# design 1

**Design 1: routed metal, one colour a layer**

Drawn at 2 px/µm.
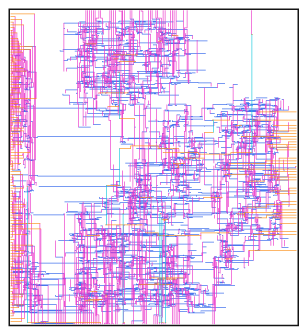

`config.mk`:
```
export PLATFORM = sky130hd
export DESIGN_NAME = mips_cpu_run_monitor
export DESIGN_NICKNAME = d
export VERILOG_FILES = /design/src/rtl/mips_cpu_run_monitor.sv
export SDC_FILE = /design/constraint.sdc
export NUM_CORES = 1
export LEC_CHECK = 0
export ABC_CLOCK_PERIOD_IN_PS = 3250
export CAP_MARGIN = 20
export CORE_ASPECT_RATIO = 1.1
export CORE_MARGIN = 4
export CORE_UTILIZATION = 35
export CTS_CLUSTER_SIZE = 16
export DETAILED_ROUTE_END_ITERATION = 7
export DONT_BUFFER_PORTS = 1
export MAX_ROUTING_LAYER = met4
export SETUP_SLACK_MARGIN = 0.15
export SLEW_MARGIN = 20
export SYNTH_ARGS = -nofsm -noshare
export SYNTH_HDL_FRONTEND = slang
export SYNTH_SLANG_ARGS = --single-unit
export TNS_END_PERCENT = 50
```
`constraint.sdc`:
```
create_clock -name i_clk -period 3.25 [get_ports i_clk]
set_clock_uncertainty 0.1 [all_clocks]
set_input_delay 0.975 -clock i_clk [delete_from_list [all_inputs] [get_ports i_clk]]
set_output_delay 0.975 -clock i_clk [all_outputs]
set_load 0.01 [all_outputs]
```
`src/rtl/mips_cpu_run_monitor.sv`:
```
// Run controller and bus-protocol checker that sits beside mips_cpu_harvard.
// Define MIPS_RUN_MONITOR_FAIL_CAPTURE_EN to add first-fail address capture ports.
module mips_cpu_run_monitor #(
   parameter int          TIMEOUT_CYCLES = 1000,
   parameter int          RST_CYCLES     = 1,
   parameter int          CNT_W          = 32,
   parameter logic [31:0] ADDR_LO        = 32'h0000_0000,
   parameter logic [31:0] ADDR_HI        = 32'hFFFF_FFFF,
   parameter bit          CHECK_ALIGN    = 1'b0
) (
   input  logic             i_clk,
   input  logic             i_rst,
   input  logic             i_start,
   input  logic             i_cpu_active,
   input  logic [31:0]      i_register_v0,
   input  logic [31:0]      i_instr_address,
   input  logic [31:0]      i_data_address,
   input  logic             i_data_read,
   input  logic             i_data_write,
   input  logic [31:0]      i_ref_out,
   output logic             o_cpu_rst,
   output logic             o_done,
   output logic             o_pass,
   output logic [2:0]       o_fail_code,
   output logic [CNT_W-1:0] o_cycle_count,
   output logic [CNT_W-1:0] o_read_count,
   output logic [CNT_W-1:0] o_write_count
`ifdef MIPS_RUN_MONITOR_FAIL_CAPTURE_EN
   ,
   output logic [31:0]      o_fail_instr_address,
   output logic [31:0]      o_fail_data_address
`endif
);

   typedef enum logic [2:0] {
      S_IDLE  = 3'd0,
      S_RESET = 3'd1,
      S_WAIT  = 3'd2,
      S_RUN   = 3'd3,
      S_CHECK = 3'd4,
      S_DONE  = 3'd5
   } state_t;

   localparam logic [15:0]      LP_RST_LAST     = 16'(RST_CYCLES - 1);
   localparam logic [CNT_W-1:0] LP_TIMEOUT_LAST = CNT_W'(TIMEOUT_CYCLES - 1);

   state_t           r_state;
   state_t           w_next_state;
   logic [15:0]      r_rst_cnt;
   logic [2:0]       r_fail_code;
   logic [2:0]       w_new_fail;
   logic             w_rearm;
   logic             w_count_en;
   logic [CNT_W-1:0] r_cycle_count;
   logic [CNT_W-1:0] r_read_count;
   logic [CNT_W-1:0] r_write_count;
   logic             r_cpu_rst;
   logic             r_done;
   logic             r_pass;
   logic             w_access;
   logic             w_below;
   logic             w_above;
   logic             w_misalign;
   logic             w_bad_addr;

   function automatic logic [CNT_W-1:0] sat_inc(input logic [CNT_W-1:0] v);
      if (v == {CNT_W{1'b1}}) begin
         return v;
      end else begin
         return v + CNT_W'(1);
      end
   endfunction

   // Window test uses the borrow of a 33-bit subtract so full-range bounds stay non-constant.
   assign w_access   = i_data_read | i_data_write;
   assign w_below    = 1'(({1'b0, i_data_address} - {1'b0, ADDR_LO}) >> 32);
   assign w_above    = 1'(({1'b0, ADDR_HI} - {1'b0, i_data_address}) >> 32);
   assign w_misalign = CHECK_ALIGN && (i_data_address[1:0] != 2'b00);
   assign w_bad_addr = w_below | w_above | w_misalign;

   always_ff @(posedge i_clk or negedge i_rst) begin
      if (!i_rst) begin
         r_state <= S_IDLE;
      end else begin
         r_state <= w_next_state;
      end
   end

   // Lower fail codes win because they are tested first.
   always_comb begin
      w_next_state = r_state;
      w_new_fail   = 3'd0;
      w_rearm      = 1'b0;
      w_count_en   = 1'b0;
      case (r_state)
         S_IDLE, S_DONE: begin
            if (i_start) begin
               w_next_state = S_RESET;
               w_rearm      = 1'b1;
            end else begin
               w_next_state = r_state;
            end
         end
         S_RESET: begin
            if ((r_rst_cnt != 16'd0) && w_access) begin
               w_new_fail   = 3'd1;
               w_next_state = S_DONE;
            end else if (r_rst_cnt == LP_RST_LAST) begin
               w_next_state = S_WAIT;
            end else begin
               w_next_state = S_RESET;
            end
         end
         S_WAIT: begin
            if (!i_cpu_active) begin
               w_new_fail   = 3'd2;
               w_next_state = S_DONE;
            end else begin
               w_next_state = S_RUN;
            end
         end
         S_RUN: begin
            if (i_data_read && i_data_write) begin
               w_new_fail   = 3'd3;
               w_next_state = S_DONE;
            end else if (i_data_write && (i_data_address == i_instr_address)) begin
               w_new_fail   = 3'd4;
               w_next_state = S_DONE;
            end else if (w_access && w_bad_addr) begin
               w_new_fail   = 3'd5;
               w_next_state = S_DONE;
            end else if (!i_cpu_active) begin
               w_next_state = S_CHECK;
            end else if (r_cycle_count == LP_TIMEOUT_LAST) begin
               w_new_fail   = 3'd6;
               w_next_state = S_DONE;
            end else begin
               w_next_state = S_RUN;
               w_count_en   = 1'b1;
            end
         end
         S_CHECK: begin
            w_next_state = S_DONE;
            if (i_register_v0 != i_ref_out) begin
               w_new_fail = 3'd7;
            end else begin
               w_new_fail = 3'd0;
            end
         end
         default: begin
            w_next_state = S_IDLE;
         end
      endcase
   end

   always_ff @(posedge i_clk or negedge i_rst) begin
      if (!i_rst) begin
         r_rst_cnt <= 16'd0;
      end else if ((r_state == S_RESET) && (w_next_state == S_RESET)) begin
         r_rst_cnt <= r_rst_cnt + 16'd1;
      end else begin
         r_rst_cnt <= 16'd0;
      end
   end

   always_ff @(posedge i_clk or negedge i_rst) begin
      if (!i_rst) begin
         r_fail_code <= 3'd0;
      end else if (w_rearm) begin
         r_fail_code <= 3'd0;
      end else if ((w_new_fail != 3'd0) && (r_fail_code == 3'd0)) begin
         r_fail_code <= w_new_fail;
      end else begin
         r_fail_code <= r_fail_code;
      end
   end

   // Counters only advance on RUN edges where the run carries on in RUN.
   always_ff @(posedge i_clk or negedge i_rst) begin
      if (!i_rst) begin
         r_cycle_count <= {CNT_W{1'b0}};
         r_read_count  <= {CNT_W{1'b0}};
         r_write_count <= {CNT_W{1'b0}};
      end else if (w_rearm) begin
         r_cycle_count <= {CNT_W{1'b0}};
         r_read_count  <= {CNT_W{1'b0}};
         r_write_count <= {CNT_W{1'b0}};
      end else if (w_count_en) begin
         r_cycle_count <= sat_inc(r_cycle_count);
         r_read_count  <= i_data_read  ? sat_inc(r_read_count)  : r_read_count;
         r_write_count <= i_data_write ? sat_inc(r_write_count) : r_write_count;
      end else begin
         r_cycle_count <= r_cycle_count;
         r_read_count  <= r_read_count;
         r_write_count <= r_write_count;
      end
   end

   always_ff @(posedge i_clk or negedge i_rst) begin
      if (!i_rst) begin
         r_cpu_rst <= 1'b1;
         r_done    <= 1'b0;
         r_pass    <= 1'b0;
      end else begin
         r_cpu_rst <= (w_next_state == S_IDLE) || (w_next_state == S_RESET) ||
                      (w_next_state == S_DONE);
         r_done    <= (r_state == S_DONE) && (w_next_state == S_DONE);
         r_pass    <= (r_state == S_DONE) && (w_next_state == S_DONE) &&
                      (r_fail_code == 3'd0);
      end
   end

`ifdef MIPS_RUN_MONITOR_FAIL_CAPTURE_EN
   logic [31:0] r_fail_instr_address;
   logic [31:0] r_fail_data_address;

   always_ff @(posedge i_clk or negedge i_rst) begin
      if (!i_rst) begin
         r_fail_instr_address <= 32'h0000_0000;
         r_fail_data_address  <= 32'h0000_0000;
      end else if (w_rearm) begin
         r_fail_instr_address <= 32'h0000_0000;
         r_fail_data_address  <= 32'h0000_0000;
      end else if ((w_new_fail != 3'd0) && (r_fail_code == 3'd0)) begin
         r_fail_instr_address <= i_instr_address;
         r_fail_data_address  <= i_data_address;
      end else begin
         r_fail_instr_address <= r_fail_instr_address;
         r_fail_data_address  <= r_fail_data_address;
      end
   end

   assign o_fail_instr_address = r_fail_instr_address;
   assign o_fail_data_address  = r_fail_data_address;
`endif

   assign o_cpu_rst     = r_cpu_rst;
   assign o_done        = r_done;
   assign o_pass        = r_pass;
   assign o_fail_code   = r_fail_code;
   assign o_cycle_count = r_cycle_count;
   assign o_read_count  = r_read_count;
   assign o_write_count = r_write_count;

endmodule

```
# design 2

File: config.mk
export PLATFORM = sky130hd
export DESIGN_NAME = hs_rr_arbiter_flat
export DESIGN_NICKNAME = d
export VERILOG_FILES = /design/src/rtl/hs_rr_arbiter_if.sv /design/src/rtl/hs_rr_arbiter.sv /design/src/flat_wrapper.sv
export SDC_FILE = /design/constraint.sdc
export NUM_CORES = 1
export LEC_CHECK = 0
export CAP_MARGIN = 20
export CORE_ASPECT_RATIO = 0.6
export CORE_MARGIN = 5
export CORE_UTILIZATION = 45
export DETAILED_ROUTE_END_ITERATION = 8
export PLACE_DENSITY_LB_ADDON = 0.12
export REMOVE_ABC_BUFFERS = 1
export SETUP_SLACK_MARGIN = 0.4
export SLEW_MARGIN = 20
export SYNTH_ARGS = -nofsm -noshare
export SYNTH_HDL_FRONTEND = slang
export SYNTH_SLANG_ARGS = --single-unit
File: constraint.sdc
create_clock -name clk -period 6.5 [get_ports clk]
set_input_delay 1.625 -clock clk [delete_from_list [all_inputs] [get_ports clk]]
set_output_delay 1.625 -clock clk [all_outputs]
set_load 0.01 [all_outputs]
File: src/rtl/hs_rr_arbiter_if.sv
// Handshake bundle for hs_rr_arbiter: N upstream valid/ready/last/data lanes
// plus one tagged downstream valid/ready stage.
interface hs_rr_arbiter_if #(
  parameter int N      = 4,
  parameter int DATA_W = 8
);
  localparam int ID_W = (N > 1) ? $clog2(N) : 1;

  logic [N-1:0]        in_valid;
  logic [N*DATA_W-1:0] in_data;
  logic [N-1:0]        in_last;
  logic [N-1:0]        in_ready;
  logic                out_valid;
  logic [DATA_W-1:0]   out_data;
  logic                out_last;
  logic [ID_W-1:0]     out_id;
  logic                out_ready;

  // Environment side: drives requesters and downstream ready.
  modport master (
    output in_valid, in_data, in_last, out_ready,
    input  in_ready, out_valid, out_data, out_last, out_id
  );

  // Arbiter side.
  modport slave (
    input  in_valid, in_data, in_last, out_ready,
    output in_ready, out_valid, out_data, out_last, out_id
  );
endinterface

File: src/rtl/hs_rr_arbiter.sv
// Round-robin packet arbiter feeding one registered valid/ready stage.
// A grant is held on one requester from its first accepted beat until its
// last beat is accepted, so packets never interleave. Each output beat is
// tagged with the id of the requester it came from.
module hs_rr_arbiter #(
  parameter int N      = 4,
  parameter int DATA_W = 8
) (
  input  logic           clk,
  input  logic           rst_n,
  hs_rr_arbiter_if.slave bus
);
  localparam int              ID_W    = (N > 1) ? $clog2(N) : 1;
  localparam int              SCAN_W  = ID_W + 1;
  localparam logic [ID_W-1:0] LAST_ID = ID_W'(N - 1);
  localparam logic [SCAN_W-1:0] N_EXT = SCAN_W'(N);

  typedef enum logic [0:0] {
    UNLOCKED = 1'b0,
    LOCKED   = 1'b1
  } lock_state_t;

  lock_state_t       state_r;
  logic [ID_W-1:0]   ptr_r;
  logic [ID_W-1:0]   lock_id_r;
  logic              out_valid_r;
  logic [DATA_W-1:0] out_data_r;
  logic              out_last_r;
  logic [ID_W-1:0]   out_id_r;

  logic              load_en_s;
  logic              accept_s;
  logic              grant_found_s;
  logic [N-1:0]      grant_s;
  logic [ID_W-1:0]   grant_id_s;
  logic [SCAN_W-1:0] scan_idx_s;
  logic [DATA_W-1:0] beat_data_s;
  logic              beat_last_s;

  // The output register can take a new beat when empty or being drained.
  assign load_en_s = !out_valid_r || bus.out_ready;

  // Grant selection: locked requester only, otherwise first valid from ptr.
  always_comb begin
    grant_s       = {N{1'b0}};
    grant_id_s    = {ID_W{1'b0}};
    grant_found_s = 1'b0;
    scan_idx_s    = {SCAN_W{1'b0}};
    if (state_r == LOCKED) begin
      grant_s[lock_id_r] = 1'b1;
      grant_id_s         = lock_id_r;
      grant_found_s      = 1'b1;
    end else begin
      for (int j = 0; j < N; j++) begin
        // Wrap-around scan index: ptr, ptr+1, ..., N-1, 0, ..., ptr-1.
        scan_idx_s = {1'b0, ptr_r} + SCAN_W'(j);
        scan_idx_s = (scan_idx_s >= N_EXT) ? (scan_idx_s - N_EXT) : scan_idx_s;
        if (!grant_found_s && bus.in_valid[scan_idx_s[ID_W-1:0]]) begin
          grant_s[scan_idx_s[ID_W-1:0]] = 1'b1;
          grant_id_s                    = scan_idx_s[ID_W-1:0];
          grant_found_s                 = 1'b1;
        end else begin
          grant_found_s = grant_found_s;
        end
      end
    end
  end

  // Ready only ever reaches the granted requester, and only when the
  // output register can load.
  assign bus.in_ready = load_en_s ? grant_s : {N{1'b0}};
  assign accept_s     = |(bus.in_valid & bus.in_ready);

  // Beat mux from the granted requester's lane.
  always_comb begin
    beat_data_s = bus.in_data[grant_id_s*DATA_W +: DATA_W];
    beat_last_s = bus.in_last[grant_id_s];
  end

  // Lock FSM, round-robin pointer and output register; nothing moves
  // without an accept, so stalls leave the arbitration state untouched.
  always_ff @(posedge clk or negedge rst_n) begin
    if (!rst_n) begin
      state_r     <= UNLOCKED;
      ptr_r       <= {ID_W{1'b0}};
      lock_id_r   <= {ID_W{1'b0}};
      out_valid_r <= 1'b0;
      out_data_r  <= {DATA_W{1'b0}};
      out_last_r  <= 1'b0;
      out_id_r    <= {ID_W{1'b0}};
    end else begin
      if (load_en_s) begin
        out_valid_r <= accept_s;
        if (accept_s) begin
          out_data_r <= beat_data_s;
          out_last_r <= beat_last_s;
          out_id_r   <= grant_id_s;
        end else begin
          out_data_r <= out_data_r;
        end
      end else begin
        out_valid_r <= out_valid_r;
      end

      if (accept_s) begin
        if (beat_last_s) begin
          state_r <= UNLOCKED;
          ptr_r   <= (grant_id_s == LAST_ID) ? {ID_W{1'b0}}
                                             : grant_id_s + ID_W'(1'b1);
        end else begin
          state_r   <= LOCKED;
          lock_id_r <= grant_id_s;
        end
      end else begin
        state_r <= state_r;
      end
    end
  end

  assign bus.out_valid = out_valid_r;
  assign bus.out_data  = out_data_r;
  assign bus.out_last  = out_last_r;
  assign bus.out_id    = out_id_r;

endmodule

File: src/flat_wrapper.sv
// flat-port wrapper written by rule: the top's interface ports become plain ports
module hs_rr_arbiter_flat 
#(
  parameter int N      = 4,
  parameter int DATA_W = 8
)
  (clk, rst_n, bus_in_valid, bus_in_data, bus_in_last, bus_out_ready, bus_in_ready, bus_out_valid, bus_out_data, bus_out_last, bus_out_id);
  hs_rr_arbiter_if #(.N(N), .DATA_W(DATA_W)) bus_i ();
  input  logic clk;
  input  logic rst_n;
  input wire logic [$bits(bus_i.in_valid)-1:0] bus_in_valid;
  input wire logic [$bits(bus_i.in_data)-1:0] bus_in_data;
  input wire logic [$bits(bus_i.in_last)-1:0] bus_in_last;
  input wire logic [$bits(bus_i.out_ready)-1:0] bus_out_ready;
  output wire logic [$bits(bus_i.in_ready)-1:0] bus_in_ready;
  output wire logic [$bits(bus_i.out_valid)-1:0] bus_out_valid;
  output wire logic [$bits(bus_i.out_data)-1:0] bus_out_data;
  output wire logic [$bits(bus_i.out_last)-1:0] bus_out_last;
  output wire logic [$bits(bus_i.out_id)-1:0] bus_out_id;
  assign bus_i.in_valid = bus_in_valid;
  assign bus_i.in_data = bus_in_data;
  assign bus_i.in_last = bus_in_last;
  assign bus_i.out_ready = bus_out_ready;
  assign bus_in_ready = bus_i.in_ready;
  assign bus_out_valid = bus_i.out_valid;
  assign bus_out_data = bus_i.out_data;
  assign bus_out_last = bus_i.out_last;
  assign bus_out_id = bus_i.out_id;
  hs_rr_arbiter #(.N(N), .DATA_W(DATA_W)) u_core (.clk(clk), .rst_n(rst_n), .bus(bus_i));
endmodule
**Design 2: routing congestion**

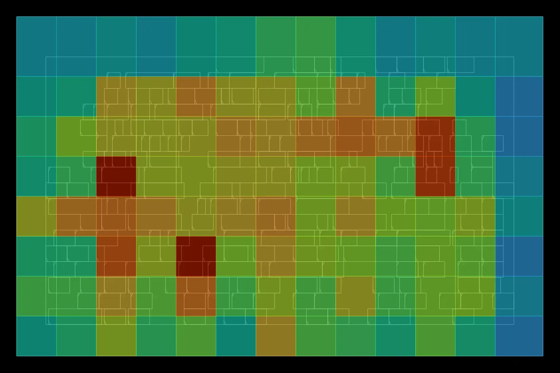
DR WL/cell: 16.7 µm
Final Core Density: 64.6%

==> metrics.csv, design 2 <==
metric;value;unit
warnings;32;
met3_length;282;µm
route.top_layer_used;met4;
nNonClkBuffers;63;
ys_seq_share;24.0;%
powerDensity;535;mW/mm²
yosys.area_share.simple;16.9;%
wl_met2;2040;µm
postCtsHoldBufs;0;
startpoint_type;input port;
enable_flop_cells;0;
cts_sinks;17;
p_int;717;µW
mi_logic_area;0.00124;mm²
end_kind;primary output;
instances_no_fill;277;
worstPathRequired;4.88;ns
grt_max_degree;19;
sh_seq_area;17.6;%
status;finished, final reports clean;
use_met1;23.9;%
power_leader;combinational cells;
swShare;44.6;%
gp_congestion;0.899;
comb_power_share;75.5;%
die_w;91.1;µm
tightest_slew;0.787;ns
rrSetupSlack;2.45;ns
**Design 1: port wiring**

Drawn at 2 px/µm.
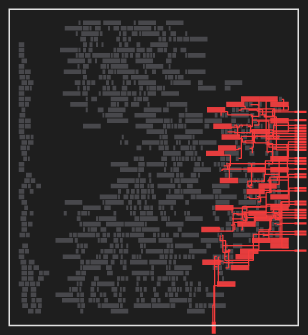
- red: `o_write_count` (bits 32; direction output; end cells 32; wire 1490 µm)
port bufs: 0
Ports: 236

**Design 1: routing congestion**

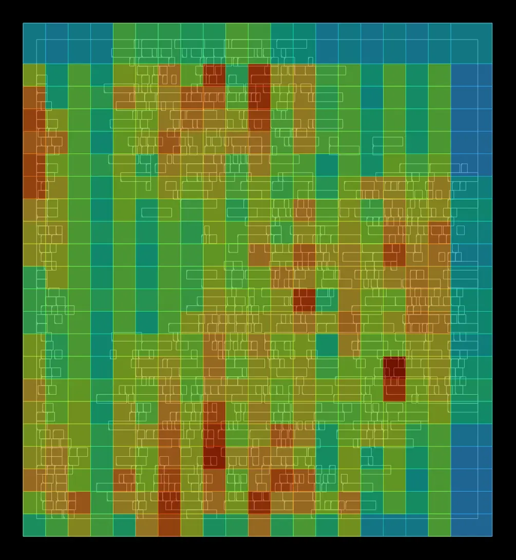
DR WL/cell: 18.9 µm
met2 usage: 30.5%
GR peak layer: met2

Notes on 'routed metal, one colour a layer' of design 1 above:
- orange: met3 (wire length 1370 µm)
- magenta: met2 (wire length 10500 µm)
- cyan: met4 (wire length 406 µm)
- blue: met1 (wire length 8070 µm)
Total GRT Usage: 18.1%
drt total wl: 20300 µm
vias: 6045

==> metrics.csv, design 1 <==
metric;value;unit
combinationalPower;652;µW
syn_inst;803;
antenna_found_initial;0;
avgViaCountPerCell;5.62;
sh_seq_area;37.5;%
ys_ff;121;
p_leak;0.00336;µW
seqPwrFrac;40.7;%
path_clk_slew;0.06;ns
enable_flop_cells;0;
fillCellCount;1969;
post_cts_resized;0;
ys_sh_adder;0.881;%
tap_cells;252;
wl_met2;10500;µm
synthTopCellsByArea;dfrtp_1 42%, xor2_1 13%, nand3_1 4.3%;
synth.comb.largest_family;simple AND/OR/NAND/NOR gates;
nClkBuffers;21;
cp_slowest_cell;a2111oi_4;
power_leader;clock;
area_growth_syn_to_layout;13.9;%
ys_seq_share;42.7;%
period_needed;2.90;ns
rsz0062_at_grt;false;
grt_pass1_wl;31100;µm
criticalPathCategory;register to register;
p_clk;1850;µW
critPathMaxStageDelay;0.52;ns
yosysChipArea;0.00710;mm²
rows;54;
post_cts_buffers;0;
cp_cell_sequence;ha_1 > and4_1 > nand4_1 > nor3_1 > a2111oi_4 > nand2_1 > buf_12 > or4_1 > a21oi_1;
total_power;4210;µW
regArea;0.00303;mm²
comb_power_share;15.5;%
setup_tns;0;ns
reg2reg_to;o_cycle_count[25];
design_area;0.00808;mm²
top_cell;dfrtp_1;
syn_avg_cell_area;8.84;µm²
fmax;0.345;GHz
lay_top_cells;120 x dfrtp_1, 103 x xor2_1, 81 x nor2_1, 61 x nand3_1, 55 x nand2_1;
critical_path_arrival;3.14;ns
period_used_share;89.3;%
critPathBufInv;1;
use_met1;21.2;%
p_int;2970;µW
fin_ws;0.349;ns
route.top_layer_used;met4;
end_kind;register;
hold_viol;0;
status;finished, final reports clean;
top_cell_area_share;42.3;%
dr.pass1.iters;5;
powerDensity;521;mW/mm²
timing.rr.start;o_cycle_count[1];
grt_max_degree;122;
core_area;0.0199;mm²
nets;949;
synth_cell_types;47;

## Gallery

Ports around the boundary.
picture 1
Drawn at 2 px/µm. Pins as bars across the die edge, other pins in grey.
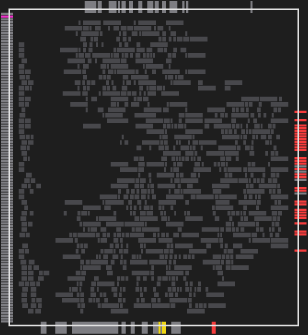
picture 2
Drawn at 3 px/µm. Pins as bars across the die edge, other pins in grey.
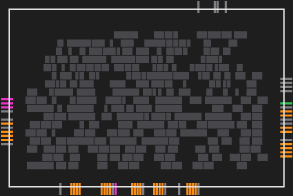
Picture 2 comes from design 2.
Picture 1 comes from design 1.
Of these, most pins: picture 1


# design 3

**Design 3: ports around the boundary**

Drawn at 4 px/µm. Pins as bars across the die edge, other pins in grey.
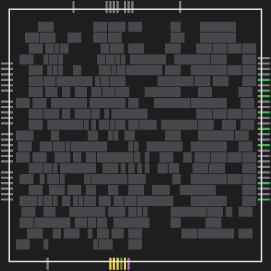
**Design 3: sequential cells grouped by signal name**

Drawn at 4 px/µm. Other sequential cells in the stronger grey, the rest of the logic in the fainter grey.
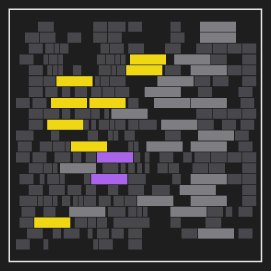
$ cat config.mk
export PLATFORM = sky130hd
export DESIGN_NAME = mem_arb_ctrl
export DESIGN_NICKNAME = d
export VERILOG_FILES = /design/src/rtl/mem_arb_pkg.sv /design/src/rtl/rr_arbiter2.sv /design/src/rtl/mem_arb_ctrl.sv
export SDC_FILE = /design/constraint.sdc
export NUM_CORES = 1
export LEC_CHECK = 0
export CAP_MARGIN = 40
export CORE_UTILIZATION = 45
export CTS_BUF_LIST = sky130_fd_sc_hd__clkbuf_4
export DETAILED_ROUTE_END_ITERATION = 8
export HOLD_SLACK_MARGIN = 0.02
export PLACE_DENSITY = 0.8
export RECOVER_POWER = 100
export SYNTH_ARGS = -nofsm -noshare
export SYNTH_HDL_FRONTEND = slang
export SYNTH_SLANG_ARGS = --single-unit
$ cat constraint.sdc
create_clock -name clk -period 2.2 [get_ports clk]
set_clock_uncertainty 0.05 [all_clocks]
set_input_delay 0.33 -clock clk [delete_from_list [all_inputs] [get_ports clk]]
set_output_delay 0.33 -clock clk [all_outputs]
set_load 0.01 [all_outputs]
$ cat src/rtl/mem_arb_pkg.sv
// ---------------------------------------------------------------------------
// mem_arb_pkg
// Shared definitions for the two-port memory arbiter/controller slice:
//   - ADDR_W / DEPTH : word address width and number of words in the array
//   - arb_state_t    : controller FSM states (IDLE, SETUP, ACCESS, DONE)
//   - gnt_id_t       : which requester currently owns the array (A or B)
//   - addr_onehot()  : word address to one-hot word-select decode
// ---------------------------------------------------------------------------
package mem_arb_pkg;

    localparam int ADDR_W = 2;
    localparam int DEPTH  = 4;

    typedef enum logic [1:0] {
        ST_IDLE   = 2'd0,
        ST_SETUP  = 2'd1,
        ST_ACCESS = 2'd2,
        ST_DONE   = 2'd3
    } arb_state_t;

    typedef enum logic {
        GNT_A = 1'b0,
        GNT_B = 1'b1
    } gnt_id_t;

    // Decodes a word address into the one-hot select the array expects.
    function automatic logic [DEPTH-1:0] addr_onehot(input logic [ADDR_W-1:0] addr);
        logic [DEPTH-1:0] sel;
        sel       = '0;
        sel[addr] = 1'b1;
        return sel;
    endfunction

endpackage

$ cat src/rtl/rr_arbiter2.sv
// ---------------------------------------------------------------------------
// rr_arbiter2
// Two-input round-robin arbiter with a single pointer register.
// A lone request is granted directly; when both requests are present the
// requester that was not granted last wins. After reset A wins a tie.
//
// Ports:
//   clk    in  1  rising-edge clock
//   rst_n  in  1  asynchronous active-low reset (pointer back to "A first")
//   req    in  2  request vector, bit 0 = A, bit 1 = B
//   accept in  1  the current grant is being taken; advance the pointer
//   grant  out 2  one-hot grant, bit 0 = A, bit 1 = B (zero when no request)
// ---------------------------------------------------------------------------
module rr_arbiter2 (
    input  logic       clk,
    input  logic       rst_n,
    input  logic [1:0] req,
    input  logic       accept,
    output logic [1:0] grant
);

    logic b_first;

    // Grant decode: only a tie consults the pointer, a single request always
    // wins outright so an idle partner never delays it.
    always_comb begin
        grant = 2'b00;
        case (req)
            2'b01:   grant = 2'b01;
            2'b10:   grant = 2'b10;
            2'b11:   grant = b_first ? 2'b10 : 2'b01;
            default: grant = 2'b00;
        endcase
    end

    // Pointer update: whoever is accepted now goes to the back of the line,
    // so granting A hands the next tie to B and vice versa.
    always_ff @(posedge clk or negedge rst_n) begin
        if (!rst_n) begin
            b_first <= 1'b0;
        end else if (accept && (grant != 2'b00)) begin
            b_first <= grant[0];
        end
    end

endmodule

$ cat src/rtl/mem_arb_ctrl.sv
// ---------------------------------------------------------------------------
// mem_arb_ctrl
// Arbitrates two requesters (A, B) onto a single 4-word memory array and
// sequences each access as IDLE -> SETUP -> ACCESS -> DONE -> IDLE.
// A request sampled in IDLE at edge N is acknowledged during cycle N+3;
// a port can be served again every 4 cycles.
//
// Optional feature: define MEM_ARB_CTRL_PARITY_EN to widen the array buses by
// one even-parity bit (bit WIDTH) and pulse err with ack on a read mismatch.
// Without it the buses are WIDTH bits and err is tied low.
//
// Ports:
//   clk           in   1        rising-edge clock
//   rst_n         in   1        asynchronous active-low reset
//   a_req/b_req   in   1        access request, held until ack
//   a_we/b_we     in   1        1 = write, 0 = read
//   a_addr/b_addr in   2        word address
//   a_wdata/b_wdata in WIDTH    write data
//   a_ack/b_ack   out  1        one-cycle completion pulse
//   a_rdata/b_rdata out WIDTH   registered read result
//   ram_word_sel  out  4        one-hot word select to the array
//   ram_rw        out  1        array rw_mode, 1 = write
//   ram_wdata     out  WIDTH(+1) array data input
//   ram_rdata     in   WIDTH(+1) array read output
//   err           out  1        parity-error pulse
// ---------------------------------------------------------------------------
module mem_arb_ctrl
    import mem_arb_pkg::*;
#(
    parameter int WIDTH = 8
) (
    input  logic              clk,
    input  logic              rst_n,
    input  logic              a_req,
    input  logic              b_req,
    input  logic              a_we,
    input  logic              b_we,
    input  logic [ADDR_W-1:0] a_addr,
    input  logic [ADDR_W-1:0] b_addr,
    input  logic [WIDTH-1:0]  a_wdata,
    input  logic [WIDTH-1:0]  b_wdata,
    output logic              a_ack,
    output logic              b_ack,
    output logic [WIDTH-1:0]  a_rdata,
    output logic [WIDTH-1:0]  b_rdata,
    output logic [DEPTH-1:0]  ram_word_sel,
    output logic              ram_rw,
`ifdef MEM_ARB_CTRL_PARITY_EN
    output logic [WIDTH:0]    ram_wdata,
    input  logic [WIDTH:0]    ram_rdata,
`else
    output logic [WIDTH-1:0]  ram_wdata,
    input  logic [WIDTH-1:0]  ram_rdata,
`endif
    output logic              err
);

    arb_state_t        state;
    arb_state_t        next_state;
    gnt_id_t           gnt;
    logic              cap_we;
    logic [ADDR_W-1:0] cap_addr;
    logic [WIDTH-1:0]  cap_wdata;
    logic [1:0]        arb_grant;
    logic              arb_accept;
    logic              capture_read;

`ifdef MEM_ARB_CTRL_PARITY_EN
    logic [WIDTH:0]    bus_word;
    assign bus_word = {^cap_wdata, cap_wdata};
`else
    logic [WIDTH-1:0]  bus_word;
    assign bus_word = cap_wdata;
`endif

    // The arbiter only looks at raw requests; it is told to advance its
    // pointer exactly when the FSM takes a grant in IDLE, so requests seen in
    // the middle of a transaction never move the round-robin order.
    rr_arbiter2 u_arb (
        .clk    (clk),
        .rst_n  (rst_n),
        .req    ({b_req, a_req}),
        .accept (arb_accept),
        .grant  (arb_grant)
    );

    // State register. Reset drops any in-flight transaction straight back to
    // IDLE, which also kills the pending ack since ack is decoded from DONE.
    always_ff @(posedge clk or negedge rst_n) begin
        if (!rst_n) begin
            state <= ST_IDLE;
        end else begin
            state <= next_state;
        end
    end

    // Next-state and array-side outputs. The word select and data are driven
    // in SETUP so the array sees a stable address before rw goes high in
    // ACCESS; IDLE and DONE keep the array completely quiet.
    always_comb begin
        next_state   = state;
        arb_accept   = 1'b0;
        capture_read = 1'b0;
        ram_word_sel = '0;
        ram_rw       = 1'b0;
        ram_wdata    = '0;
        a_ack        = 1'b0;
        b_ack        = 1'b0;
        case (state)
            ST_IDLE: begin
                if (arb_grant != 2'b00) begin
                    arb_accept = 1'b1;
                    next_state = ST_SETUP;
                end
            end
            ST_SETUP: begin
                ram_word_sel = addr_onehot(cap_addr);
                ram_wdata    = bus_word;
                next_state   = ST_ACCESS;
            end
            ST_ACCESS: begin
                ram_word_sel = addr_onehot(cap_addr);
                ram_wdata    = bus_word;
                ram_rw       = cap_we;
                capture_read = !cap_we;
                next_state   = ST_DONE;
            end
            ST_DONE: begin
                a_ack      = (gnt == GNT_A);
                b_ack      = (gnt == GNT_B);
                next_state = ST_IDLE;
            end
            default: begin
                next_state = ST_IDLE;
            end
        endcase
    end

    // Request capture. The winner's command is frozen at the grant so the
    // requester (or the losing port) can change its inputs afterwards without
    // disturbing the access already under way.
    always_ff @(posedge clk or negedge rst_n) begin
        if (!rst_n) begin
            gnt       <= GNT_A;
            cap_we    <= 1'b0;
            cap_addr  <= '0;
            cap_wdata <= '0;
        end else if (arb_accept) begin
            if (arb_grant[1]) begin
                gnt       <= GNT_B;
                cap_we    <= b_we;
                cap_addr  <= b_addr;
                cap_wdata <= b_wdata;
            end else begin
                gnt       <= GNT_A;
                cap_we    <= a_we;
                cap_addr  <= a_addr;
                cap_wdata <= a_wdata;
            end
        end
    end

    // Read-data return. Array output is sampled at the end of ACCESS into the
    // owning port only; the other port and all writes leave rdata untouched.
    always_ff @(posedge clk or negedge rst_n) begin
        if (!rst_n) begin
            a_rdata <= '0;
            b_rdata <= '0;
        end else if (capture_read) begin
            if (gnt == GNT_A) begin
                a_rdata <= ram_rdata[WIDTH-1:0];
            end else begin
                b_rdata <= ram_rdata[WIDTH-1:0];
            end
        end
    end

`ifdef MEM_ARB_CTRL_PARITY_EN
    // Parity check. With even parity the XOR over data plus parity bit is zero
    // for a good word, so a nonzero reduction flags the read. The flag is
    // registered on the same edge as rdata so it lines up with the ack.
    always_ff @(posedge clk or negedge rst_n) begin
        if (!rst_n) begin
            err <= 1'b0;
        end else begin
            err <= capture_read && (^ram_rdata);
        end
    end
`else
    assign err = 1'b0;
`endif

endmodule

==> metrics.csv <==
metric;value;unit
fp_nets;189;
startpoint_type;register;
status;finished, final reports clean;
powerDensity;1390;mW/mm²
io_pins;66;
cts_buffers;5;
ant_nets;0;
synthArstFlopShare;100;%
gr-usage-met2;37.8;%
endpoint;b_ack;
fmax;0.488;GHz
met1_length;1680;µm
setup_violations;0;
antenna_cells;0;
hold_depth;1;
hold_viol;0;
route.top_layer_used;met4;
reg2regPathDepth;4;
worstPathRequired;1.82;ns
antenna_found_initial;0;
top_cell_area_share;46.8;%
p_int;2120;µW
period_needed;2.05;ns
mi_logic_area;763;µm²
clkCellAreaFrac;1.94;%
worst-path-stages;4;
design_area;0.00238;mm²
ff_type;dfrtp_1;
synth.comb.largest_family;AND-OR/OR-AND gates;
comb_power_share;58.6;%
nClkBuffers;5;
clock_path_buffers;2;
rows;21;
gr-total-overflow;0;
grt_pass1_wl;6440;µm
placed_area;0.00233;mm²
num-multi-input-gates;95;
critical_path_arrival;1.67;ns
## Picture notes: 'ports around the boundary' of design 3
- purple: `b_we` (pins 1; direction input; edge bottom)
- green: `b_rdata` (pins 8; direction output; edge right)
- yellow: `ram_word_sel` (pins 4; direction output; edge bottom)
- all pins by edge: 27 right, 23 left, 9 top, 7 bottom
chip width: 62.7 µm
port bufs: 64
Die Span Y: 62.7 µm

## Picture notes: 'sequential cells grouped by signal name' of design 3
- yellow: `bus_word` (placed flops 8)
- purple: `state` (placed flops 2)
- not coloured: 21
Seq area share: 32.6%
Seq. pwr: 1070 µW
FF+latch area: 776 µm²
Final Core Density: 69.2%


Power figures rest on the tool's default switching activity, not on a simulated workload.
